######## block 1 ########
**src/rtl/hilo_muldiv_unit.sv**
```systemverilog
// Iterative radix-2 multiply/divide unit owning the HI/LO register pair.
// Latency: MULT/DIV commit WIDTH+1 cycles after accept; MTHI/MTLO/div-by-zero/reserved commit at accept.
// Backpressure: start_ready drops while an iterative op runs; requests made then are dropped, not queued.
module hilo_muldiv_unit #(
    parameter int WIDTH = 32,
    parameter int CNT_W = $clog2(WIDTH) + 1
) (
    input  logic             clk,
    input  logic             reset,
    input  logic             start_valid,
    output logic             start_ready,
    input  logic [2:0]       op,
    input  logic [WIDTH-1:0] operand_a,
    input  logic [WIDTH-1:0] operand_b,
    output logic [WIDTH-1:0] hi,
    output logic [WIDTH-1:0] lo,
    output logic             busy,
    output logic             done,
    output logic             div_zero
);
    typedef enum logic [1:0] {
        S_IDLE = 2'd0,
        S_RUN  = 2'd1,
        S_FIX  = 2'd2
    } state_t;

    localparam logic [CNT_W-1:0] LAST_ITER = CNT_W'(WIDTH - 1);

    state_t             state_q, state_d;
    logic [CNT_W-1:0]   cnt_q, cnt_d;
    // acc holds {accumulator, multiplier} for MULT and {remainder, quotient} for DIV
    logic [2*WIDTH-1:0] acc_q, acc_d;
    // multiplicand magnitude for MULT, divisor magnitude for DIV
    logic [WIDTH-1:0]   opd_q, opd_d;
    logic               is_div_q, is_div_d;
    logic               neg_q, neg_d;          // negate product / quotient in FIX
    logic               rem_neg_q, rem_neg_d;  // remainder follows the dividend sign
    logic [WIDTH-1:0]   hi_q, hi_d, lo_q, lo_d;
    logic               done_q, done_d;
    logic               dz_q, dz_d;

    // Signed ops work on magnitudes; |MIN| wraps to itself, which is exact as an unsigned value
    logic             is_signed, a_neg, b_neg;
    logic [WIDTH-1:0] a_mag, b_mag;
    assign is_signed = ~op[0];
    assign a_neg     = is_signed & operand_a[WIDTH-1];
    assign b_neg     = is_signed & operand_b[WIDTH-1];
    assign a_mag     = a_neg ? (-operand_a) : operand_a;
    assign b_mag     = b_neg ? (-operand_b) : operand_b;

    // Shift-add step: conditionally add multiplicand to the upper half, then shift right with carry
    logic [WIDTH:0]     mul_sum;
    logic [2*WIDTH-1:0] mul_next;
    assign mul_sum  = {1'b0, acc_q[2*WIDTH-1:WIDTH]} + (acc_q[0] ? {1'b0, opd_q} : '0);
    assign mul_next = {mul_sum, acc_q[WIDTH-1:1]};

    // Restoring step: shift next dividend bit into the remainder, subtract divisor when it fits
    logic [WIDTH:0]     div_sh, div_diff;
    logic               div_ge;
    logic [2*WIDTH-1:0] div_next;
    assign div_sh   = {acc_q[2*WIDTH-1:WIDTH], acc_q[WIDTH-1]};
    assign div_diff = div_sh - {1'b0, opd_q};
    assign div_ge   = (div_sh >= {1'b0, opd_q});
    assign div_next = {(div_ge ? div_diff[WIDTH-1:0] : div_sh[WIDTH-1:0]), acc_q[WIDTH-2:0], div_ge};

    // Sign-corrected results committed in FIX
    logic [2*WIDTH-1:0] prod_fix;
    logic [WIDTH-1:0]   quo_fix, rem_fix;
    assign prod_fix = neg_q ? (-acc_q) : acc_q;
    assign quo_fix  = neg_q ? (-acc_q[WIDTH-1:0]) : acc_q[WIDTH-1:0];
    assign rem_fix  = rem_neg_q ? (-acc_q[2*WIDTH-1:WIDTH]) : acc_q[2*WIDTH-1:WIDTH];

    // Next state: decode and latch in IDLE, one iteration per RUN cycle, sign fix and commit in FIX
    always_comb begin
        state_d   = state_q;
        cnt_d     = cnt_q;
        acc_d     = acc_q;
        opd_d     = opd_q;
        is_div_d  = is_div_q;
        neg_d     = neg_q;
        rem_neg_d = rem_neg_q;
        hi_d      = hi_q;
        lo_d      = lo_q;
        done_d    = 1'b0;
        dz_d      = 1'b0;
        case (state_q)
            S_IDLE: begin
                if (start_valid) begin
                    done_d = 1'b1;
                    case (op)
                        3'b000, 3'b001: begin
                            state_d   = S_RUN;
                            cnt_d     = '0;
                            is_div_d  = 1'b0;
                            acc_d     = {{WIDTH{1'b0}}, b_mag};
                            opd_d     = a_mag;
                            neg_d     = a_neg ^ b_neg;
                            rem_neg_d = 1'b0;
                            done_d    = 1'b0;
                        end
                        3'b010, 3'b011: begin
                            if (operand_b == '0) begin
                                lo_d = '1;
                                hi_d = operand_a;
                                dz_d = 1'b1;
                            end else begin
                                state_d   = S_RUN;
                                cnt_d     = '0;
                                is_div_d  = 1'b1;
                                acc_d     = {{WIDTH{1'b0}}, a_mag};
                                opd_d     = b_mag;
                                neg_d     = a_neg ^ b_neg;
                                rem_neg_d = a_neg;
                                done_d    = 1'b0;
                            end
                        end
                        3'b100:  hi_d = operand_a;
                        3'b101:  lo_d = operand_a;
                        default: ;
                    endcase
                end
            end
            S_RUN: begin
                acc_d = is_div_q ? div_next : mul_next;
                cnt_d = cnt_q + CNT_W'(1);
                if (cnt_q == LAST_ITER) begin
                    state_d = S_FIX;
                end
            end
            S_FIX: begin
                state_d = S_IDLE;
                cnt_d   = '0;
                done_d  = 1'b1;
                if (is_div_q) begin
                    lo_d = quo_fix;
                    hi_d = rem_fix;
                end else begin
                    {hi_d, lo_d} = prod_fix;
                end
            end
            default: state_d = S_IDLE;
        endcase
    end

    // State and datapath registers; reset aborts any op in flight
    always_ff @(posedge clk) begin
        if (reset) begin
            state_q   <= S_IDLE;
            cnt_q     <= '0;
            acc_q     <= '0;
            opd_q     <= '0;
            is_div_q  <= 1'b0;
            neg_q     <= 1'b0;
            rem_neg_q <= 1'b0;
            hi_q      <= '0;
            lo_q      <= '0;
            done_q    <= 1'b0;
            dz_q      <= 1'b0;
        end else begin
            state_q   <= state_d;
            cnt_q     <= cnt_d;
            acc_q     <= acc_d;
            opd_q     <= opd_d;
            is_div_q  <= is_div_d;
            neg_q     <= neg_d;
            rem_neg_q <= rem_neg_d;
            hi_q      <= hi_d;
            lo_q      <= lo_d;
            done_q    <= done_d;
            dz_q      <= dz_d;
        end
    end

    assign start_ready = (state_q == S_IDLE);
    assign busy        = ~start_ready;
    assign hi          = hi_q;
    assign lo          = lo_q;
    assign done        = done_q;
    assign div_zero    = dz_q;

endmodule

```
**config.mk**
```make
export PLATFORM = sky130hd
export DESIGN_NAME = hilo_muldiv_unit
export DESIGN_NICKNAME = d
export VERILOG_FILES = /design/src/rtl/hilo_muldiv_unit.sv
export SDC_FILE = /design/constraint.sdc
export NUM_CORES = 1
export LEC_CHECK = 0
export ABC_AREA = 0
export CAP_MARGIN = 20
export CORE_MARGIN = 4
export CORE_UTILIZATION = 38
export DETAILED_ROUTE_END_ITERATION = 16
export PLACE_DENSITY = 0.6
export SLEW_MARGIN = 20
export SYNTH_ARGS = -nofsm -noshare
export SYNTH_HDL_FRONTEND = slang
export SYNTH_SLANG_ARGS = --single-unit
export TNS_END_PERCENT = 1
```
**constraint.sdc**
```tcl
create_clock -name clk -period 4.52 [get_ports clk]
set_clock_uncertainty 0.05 [all_clocks]
set_input_delay 0.678 -clock clk [delete_from_list [all_inputs] [get_ports clk]]
set_output_delay 0.678 -clock clk [all_outputs]
set_load 0.02 [all_outputs]
```
######## block 2 ########
===== src/rtl/led_bist_ctrl_if.sv =====
// Board-facing signal bundle of the LED/switch self-test controller.
// master = board/stimulus side, slave = led_bist_ctrl.
interface led_bist_ctrl_if #(
   parameter int N = 4
);
   logic [N-1:0] sw;
   logic [1:0]   mode;
   logic [N-1:0] led;
   logic         bist_active;
   logic         sweep_done;
   logic [7:0]   sweep_cnt;

   modport master (
      output sw, mode,
      input  led, bist_active, sweep_done, sweep_cnt
   );

   modport slave (
      input  sw, mode,
      output led, bist_active, sweep_done, sweep_cnt
   );
endinterface


===== src/rtl/led_bist_ctrl.sv =====
// LED/switch self-test controller: shows a test pattern while all switches are off,
// passes synchronised switches through otherwise. Optional debounce: LED_BIST_DEBOUNCE_EN.
module led_bist_ctrl #(
   parameter int N         = 4,
   parameter int TICK_DIV  = 10,
   parameter int DB_CYCLES = 4
) (
   input  logic            clk,
   input  logic            rst,
   led_bist_ctrl_if.slave  bus
);

   localparam int IW = $clog2(2 * N + 2);
   localparam int PW = (TICK_DIV > 1) ? $clog2(TICK_DIV) : 1;

   typedef enum logic [0:0] {
      S_BIST = 1'b0,
      S_PASS = 1'b1
   } state_t;

   if (N < 2 || TICK_DIV < 1 || DB_CYCLES < 1) begin : g_param_check
      $error("led_bist_ctrl: illegal parameter set");
   end

   logic [N-1:0]  sync1_r;
   logic [N-1:0]  sw_s_r;
   logic [N-1:0]  sw_d_s;
   logic          any_on_s;
   logic [PW-1:0] pre_r;
   logic          tick_s;
   logic          to_bist_s;
   state_t        state_r;
   logic [N-1:0]  led_r;
   logic          bist_active_r;
   logic          sweep_done_r;
   logic [7:0]    sweep_cnt_r;
   logic [IW-1:0] idx_r;
   logic [1:0]    mode_q_r;
   logic          first_r;
   logic [1:0]    mode_eff_s;
   logic [N-1:0]  pat_s;
   logic          last_s;

   function automatic logic [N-1:0] checker_word(input logic odd);
      logic [N-1:0] w;
      for (int i = 0; i < N; i++) begin
         w[i] = ((i % 2) == 1) ? odd : ~odd;
      end
      return w;
   endfunction

   // Two-flop synchroniser for the asynchronous switch pins.
   always_ff @(posedge clk or posedge rst) begin
      if (rst) begin
         sync1_r <= {N{1'b0}};
         sw_s_r  <= {N{1'b0}};
      end else begin
         sync1_r <= bus.sw;
         sw_s_r  <= sync1_r;
      end
   end

`ifdef LED_BIST_DEBOUNCE_EN
   localparam int CW = $clog2(DB_CYCLES + 1);

   logic [N-1:0]  prev_r;
   logic [N-1:0]  sw_deb_r;
   logic [CW-1:0] db_cnt_r;
   logic [CW-1:0] db_next_s;

   // Length of the current run of identical synchronised samples, saturating.
   always_comb begin
      db_next_s = db_cnt_r;
      if (sw_s_r != prev_r) begin
         db_next_s = CW'(1);
      end else if (db_cnt_r >= CW'(DB_CYCLES)) begin
         db_next_s = CW'(DB_CYCLES);
      end else begin
         db_next_s = db_cnt_r + CW'(1);
      end
   end

   // Debounced value follows sw_s only once it has been stable for the full window.
   always_ff @(posedge clk or posedge rst) begin
      if (rst) begin
         prev_r   <= {N{1'b0}};
         sw_deb_r <= {N{1'b0}};
         db_cnt_r <= {CW{1'b0}};
      end else begin
         prev_r   <= sw_s_r;
         db_cnt_r <= db_next_s;
         if (db_next_s >= CW'(DB_CYCLES)) begin
            sw_deb_r <= sw_s_r;
         end else begin
            sw_deb_r <= sw_deb_r;
         end
      end
   end

   assign sw_d_s = sw_deb_r;
`else
   assign sw_d_s = sw_s_r;
`endif

   assign any_on_s   = |sw_d_s;
   assign tick_s     = (pre_r == PW'(TICK_DIV - 1));
   assign to_bist_s  = (state_r == S_PASS) && !any_on_s;
   assign mode_eff_s = first_r ? bus.mode : mode_q_r;

   // Pattern-step prescaler; restarts on self-test entry so the first step is a full period away.
   always_ff @(posedge clk or posedge rst) begin
      if (rst) begin
         pre_r <= {PW{1'b0}};
      end else if (to_bist_s || tick_s) begin
         pre_r <= {PW{1'b0}};
      end else begin
         pre_r <= pre_r + PW'(1);
      end
   end

   // Next LED value for the current step and whether that step closes the sweep.
   always_comb begin
      pat_s  = {N{1'b0}};
      last_s = 1'b0;
      case (mode_eff_s)
         2'b00: begin
            if (idx_r < IW'(N)) begin
               pat_s = {1'b1, led_r[N-1:1]};
            end else if (idx_r < IW'(2 * N)) begin
               pat_s = {led_r[N-2:0], 1'b0};
            end else begin
               pat_s  = {N{1'b0}};
               last_s = 1'b1;
            end
         end
         2'b01: begin
            if (idx_r < IW'(N)) begin
               pat_s = {{(N-1){1'b0}}, 1'b1} << idx_r;
            end else begin
               pat_s  = {N{1'b0}};
               last_s = 1'b1;
            end
         end
         2'b10: begin
            if (idx_r == IW'(0)) begin
               pat_s = {N{1'b1}};
            end else begin
               pat_s  = {N{1'b0}};
               last_s = 1'b1;
            end
         end
         2'b11: begin
            if (idx_r == IW'(0)) begin
               pat_s = checker_word(1'b0);
            end else begin
               pat_s  = checker_word(1'b1);
               last_s = 1'b1;
            end
         end
         default: begin
            pat_s  = {N{1'b0}};
            last_s = 1'b1;
         end
      endcase
   end

   // Self-test / pass-through FSM with all outputs registered.
   always_ff @(posedge clk or posedge rst) begin
      if (rst) begin
         state_r       <= S_BIST;
         led_r         <= {N{1'b0}};
         bist_active_r <= 1'b1;
         sweep_done_r  <= 1'b0;
         sweep_cnt_r   <= 8'd0;
         idx_r         <= {IW{1'b0}};
         mode_q_r      <= 2'b00;
         first_r       <= 1'b1;
      end else begin
         sweep_done_r <= 1'b0;
         first_r      <= 1'b0;
         if (first_r) begin
            mode_q_r <= bus.mode;
         end
         case (state_r)
            S_BIST: begin
               // Pass-through takes priority over a coincident pattern tick.
               if (any_on_s) begin
                  state_r       <= S_PASS;
                  led_r         <= sw_d_s;
                  bist_active_r <= 1'b0;
               end else if (tick_s) begin
                  led_r <= pat_s;
                  if (last_s) begin
                     idx_r        <= {IW{1'b0}};
                     sweep_done_r <= 1'b1;
                     mode_q_r     <= bus.mode;
                     if (sweep_cnt_r != 8'd255) begin
                        sweep_cnt_r <= sweep_cnt_r + 8'd1;
                     end
                  end else begin
                     idx_r <= idx_r + IW'(1);
                  end
               end
            end
            S_PASS: begin
               led_r <= sw_d_s;
               if (!any_on_s) begin
                  state_r       <= S_BIST;
                  led_r         <= {N{1'b0}};
                  idx_r         <= {IW{1'b0}};
                  bist_active_r <= 1'b1;
                  mode_q_r      <= bus.mode;
               end
            end
            default: begin
               state_r       <= S_BIST;
               led_r         <= {N{1'b0}};
               idx_r         <= {IW{1'b0}};
               bist_active_r <= 1'b1;
            end
         endcase
      end
   end

   assign bus.led         = led_r;
   assign bus.bist_active = bist_active_r;
   assign bus.sweep_done  = sweep_done_r;
   assign bus.sweep_cnt   = sweep_cnt_r;

endmodule


===== src/flat_wrapper.sv =====
// flat-port wrapper written by rule: the top's interface ports become plain ports
module led_bist_ctrl_flat 
#(
   parameter int N         = 4,
   parameter int TICK_DIV  = 10,
   parameter int DB_CYCLES = 4
)
  (clk, rst, bus_sw, bus_mode, bus_led, bus_bist_active, bus_sweep_done, bus_sweep_cnt);
  led_bist_ctrl_if #(.N(N)) bus_i ();
  input  logic clk;
  input  logic rst;
  input wire logic [$bits(bus_i.sw)-1:0] bus_sw;
  input wire logic [$bits(bus_i.mode)-1:0] bus_mode;
  output wire logic [$bits(bus_i.led)-1:0] bus_led;
  output wire logic [$bits(bus_i.bist_active)-1:0] bus_bist_active;
  output wire logic [$bits(bus_i.sweep_done)-1:0] bus_sweep_done;
  output wire logic [$bits(bus_i.sweep_cnt)-1:0] bus_sweep_cnt;
  assign bus_i.sw = bus_sw;
  assign bus_i.mode = bus_mode;
  assign bus_led = bus_i.led;
  assign bus_bist_active = bus_i.bist_active;
  assign bus_sweep_done = bus_i.sweep_done;
  assign bus_sweep_cnt = bus_i.sweep_cnt;
  led_bist_ctrl #(.N(N), .TICK_DIV(TICK_DIV), .DB_CYCLES(DB_CYCLES)) u_core (.clk(clk), .rst(rst), .bus(bus_i));
endmodule

===== config.mk =====
export PLATFORM = sky130hd
export DESIGN_NAME = led_bist_ctrl_flat
export DESIGN_NICKNAME = d
export VERILOG_FILES = /design/src/rtl/led_bist_ctrl_if.sv /design/src/rtl/led_bist_ctrl.sv /design/src/flat_wrapper.sv
export SDC_FILE = /design/constraint.sdc
export NUM_CORES = 1
export LEC_CHECK = 0
export ABC_AREA = 1
export CORE_MARGIN = 5
export CORE_UTILIZATION = 50
export DETAILED_ROUTE_END_ITERATION = 16
export GPL_TIMING_DRIVEN = 0
export PLACE_DENSITY = 0.82
export SLEW_MARGIN = 20
export SYNTH_ARGS = -nofsm -noshare
export SYNTH_HDL_FRONTEND = slang
export SYNTH_SLANG_ARGS = --single-unit

===== constraint.sdc =====
create_clock -name clk -period 1.65 [get_ports clk]
set_clock_uncertainty 0.2 [all_clocks]
set_input_delay 0.495 -clock clk [delete_from_list [all_inputs] [get_ports clk]]
set_output_delay 0.495 -clock clk [all_outputs]
set_load 0.05 [all_outputs]

Fig. 1: block 2, clock wires, drivers and flops
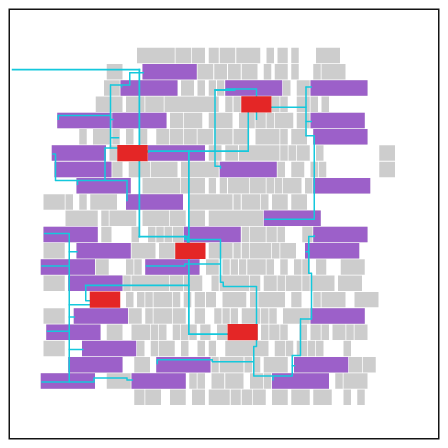
Red marks clock-net drivers, count 5. Purple marks flip-flops, count 34. Cyan marks clock wires, length 454 um.
Position of the flops: widely spread.
clock group total power: 636 uW
clk latency late pin: 0.29 ns

Fig. 2: block 2, placement view
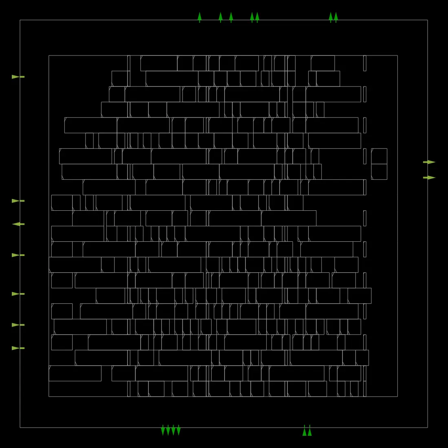
sequential share of cell area: 33.1%
Util after Layout: 71.4%
Filler cells: 258
number of flip-flops and latches: 34

==> changes_impl.md, block 2 <==
## Flow update

* Number of failing setup endpoints in the final timing report at 19
* Classification of the worst setup path: reg -> reg
* Mapped Nets at 251
* List of most frequent post-synthesis cells: 69 x nand2_1, 32 x dfrtp_1, 27 x inv_1, 25 x nor2_1, 18 x nand3_1
* Internal portion of total power at between 1500 and 2000 uW
* Minimum setup slack in the final design at -0.148 ns
* Metal2 WL at roughly 2500 um
* Remaining max-slew budget at the tightest pin at between 50% and 60%
* Violations in the final reports: negative setup slack
* Register cell area after layout at 865 um2
* Detail Route Antenna Nets at 0
* Capture instance of the worst register-to-register path: u_core.bus.sweep_cnt[3]
* Non-clock buffer share of cell area at roughly 15%
* Largest area contributor in the netlist: dfrtp_1
* Hold bufs inserted after CTS at 0
* Worst Hold Path EP: u_core.sw_d_s[2]
* Tap cell instance count at about 48
* Outcome: complete, but fails checks
* Count of TritonRoute iterations in the first routing pass at 4
* Final-layout clock buffer total at 7
* CTS tree: yes
* Sequential power share at roughly 44%
* Path category of the worst min-delay check: reg -> reg
Fig. 3: block 1, layout detail
The bar under the picture is 10 um long. Region (91, 50) to (116, 75) um. Cells in grey, sequential cells in the stronger grey; small squares are vias.
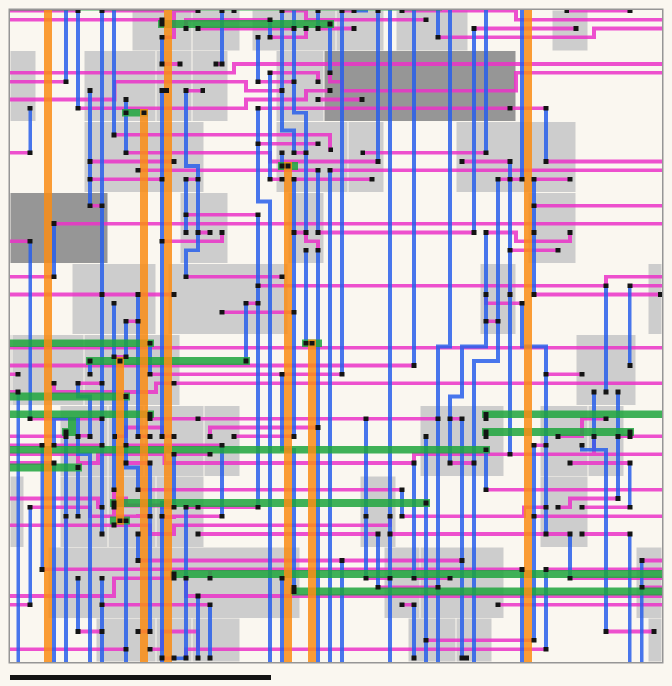
Blue marks M2. Orange marks M4. Green marks M3. Magenta marks M1.
45 logic cells have their middle in the window. Sequential cells in the window: 2. Most frequent: o21ai_0 (6), inv_1 (5). Netlist names of flops here include `acc_q` (2).

Fig. 4: block 1, clock wires, drivers and flops
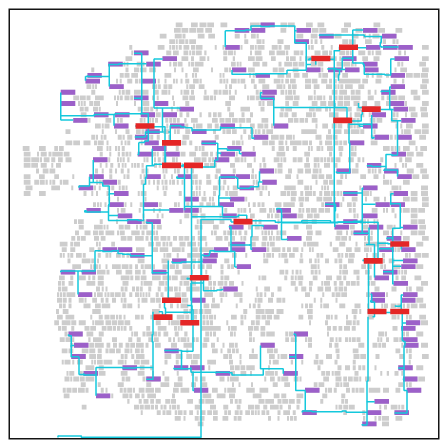
Purple marks flip-flops, count 173. Cyan marks clock wires, length 2730 um. Red marks clock-net drivers, count 17.
Position of the flops: widely spread.
clock group total power: 1590 uW
fraction of power consumed by the clock network: 33.9%
clk latency late pin: 0.46 ns

==> changes_impl.md, block 1 <==
## Flow update

* Startpoint types: flop
* Non-clk invs at 75
* Metal2 WL at about 26000 um
* Xor and xnor fraction of the mapped netlist area at approximately a tenth
* Total number of vias at 16100
* Most area-consuming cells after synthesis: dfxtp_1 23%, a21oi_1 7.0%, xnor2_1 6.5%
* Average vias per placed instance at 5.99
* Total number of cells along the worst setup path at 13
* Share of post-route cells with drive strength above 1 at about 6.6%
* Met3 demand-to-capacity share in global routing at roughly 4.6%
* Remaining max-slew budget at the tightest pin at slightly below 30%
* N_diodes at 0
* Path category of the worst min-delay check: reg -> reg
* Slowest stage cell, crit path: a311oi_1
* Worst slack at placement at between 0.3 and 0.4 ns
* Origin of the worst setup path: acc_q[0]
* Cell breakdown of the critical path: inv_1 > buf_4 > nor2_1 > ha_1 > a21oi_1 > o21ai_0 > a311oi_1 > o21ai_0 > buf_4 > and3_1 > or4b_2 > nand3_1 > o211ai_1
* Post-synth top flop: dfxtp_1
* Post-DR wirelength/cell at 22.2 um
* Clock input transition at the sequential cells of the worst setup and hold paths at around 0.08 ns
* Leakage power of the design at roughly 0.0068 uW
* Non-clock buffer share of cell area at 10.4%
* Std-Cell Rows at just over 70
* Buffer count from post-CTS setup fixing at 0
* Max-slew violations at 0
* Unrepaired setup endpoints after global routing: false
* Number of top-level pins at 138
* Vias in the first global route at roughly 15000
* Transition time of the tightest slew-check pin at ~1.1 ns
* Mapped Nets at 2235
* Number of flip-flops and latches at 173
* Sequential power at approximately 1700 uW
* Minimum setup slack in the final design at 0.409 ns
* Family of cells with the greatest summed delay on the critical path: AND-OR/OR-AND gates
* Register name with the most flops: acc_q
* Dominant cell by count in the synthesized netlist: nand2_1
* Detail Route Antenna Nets at 0
* Avg Synthesized Cell Area at between 7 and 8 um2
* Outcome: completed
* Width of the die at around 210 um
* CTS buffer count at 17
* Maximum net fanout on the critical path at 13


==> notes/layouts.md <==
Pictures saved along the way, in no particular order.

Signal metal coverage by tile.
shot_01.png
14 x 14 tiles, from black (low) to pale yellow (high), scaled to the fullest tile. Values are wire area over tile area, all layers added.
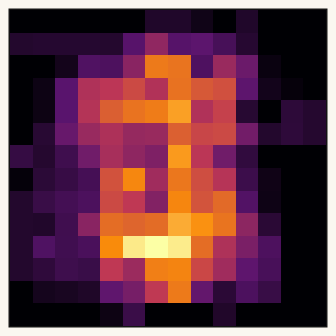
shot_02.png
21 x 21 tiles, from black (low) to pale yellow (high), scaled to the fullest tile. Values are wire area over tile area, all layers added.
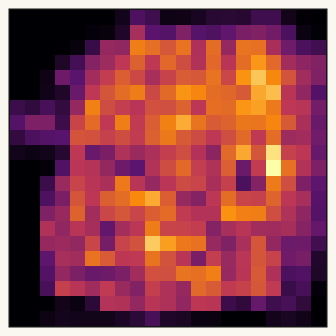
- block 2 = shot_01.png
- block 1 = shot_02.png

Key to shot_02.png:
The fullest tile reaches 0.60. The emptiest ninth of the die: north-west. The mean over all tiles is 0.23. 36% of the tiles are over half the peak. 13% of the tiles are nearly empty.

Power is estimated from default activity; no workload was simulated.
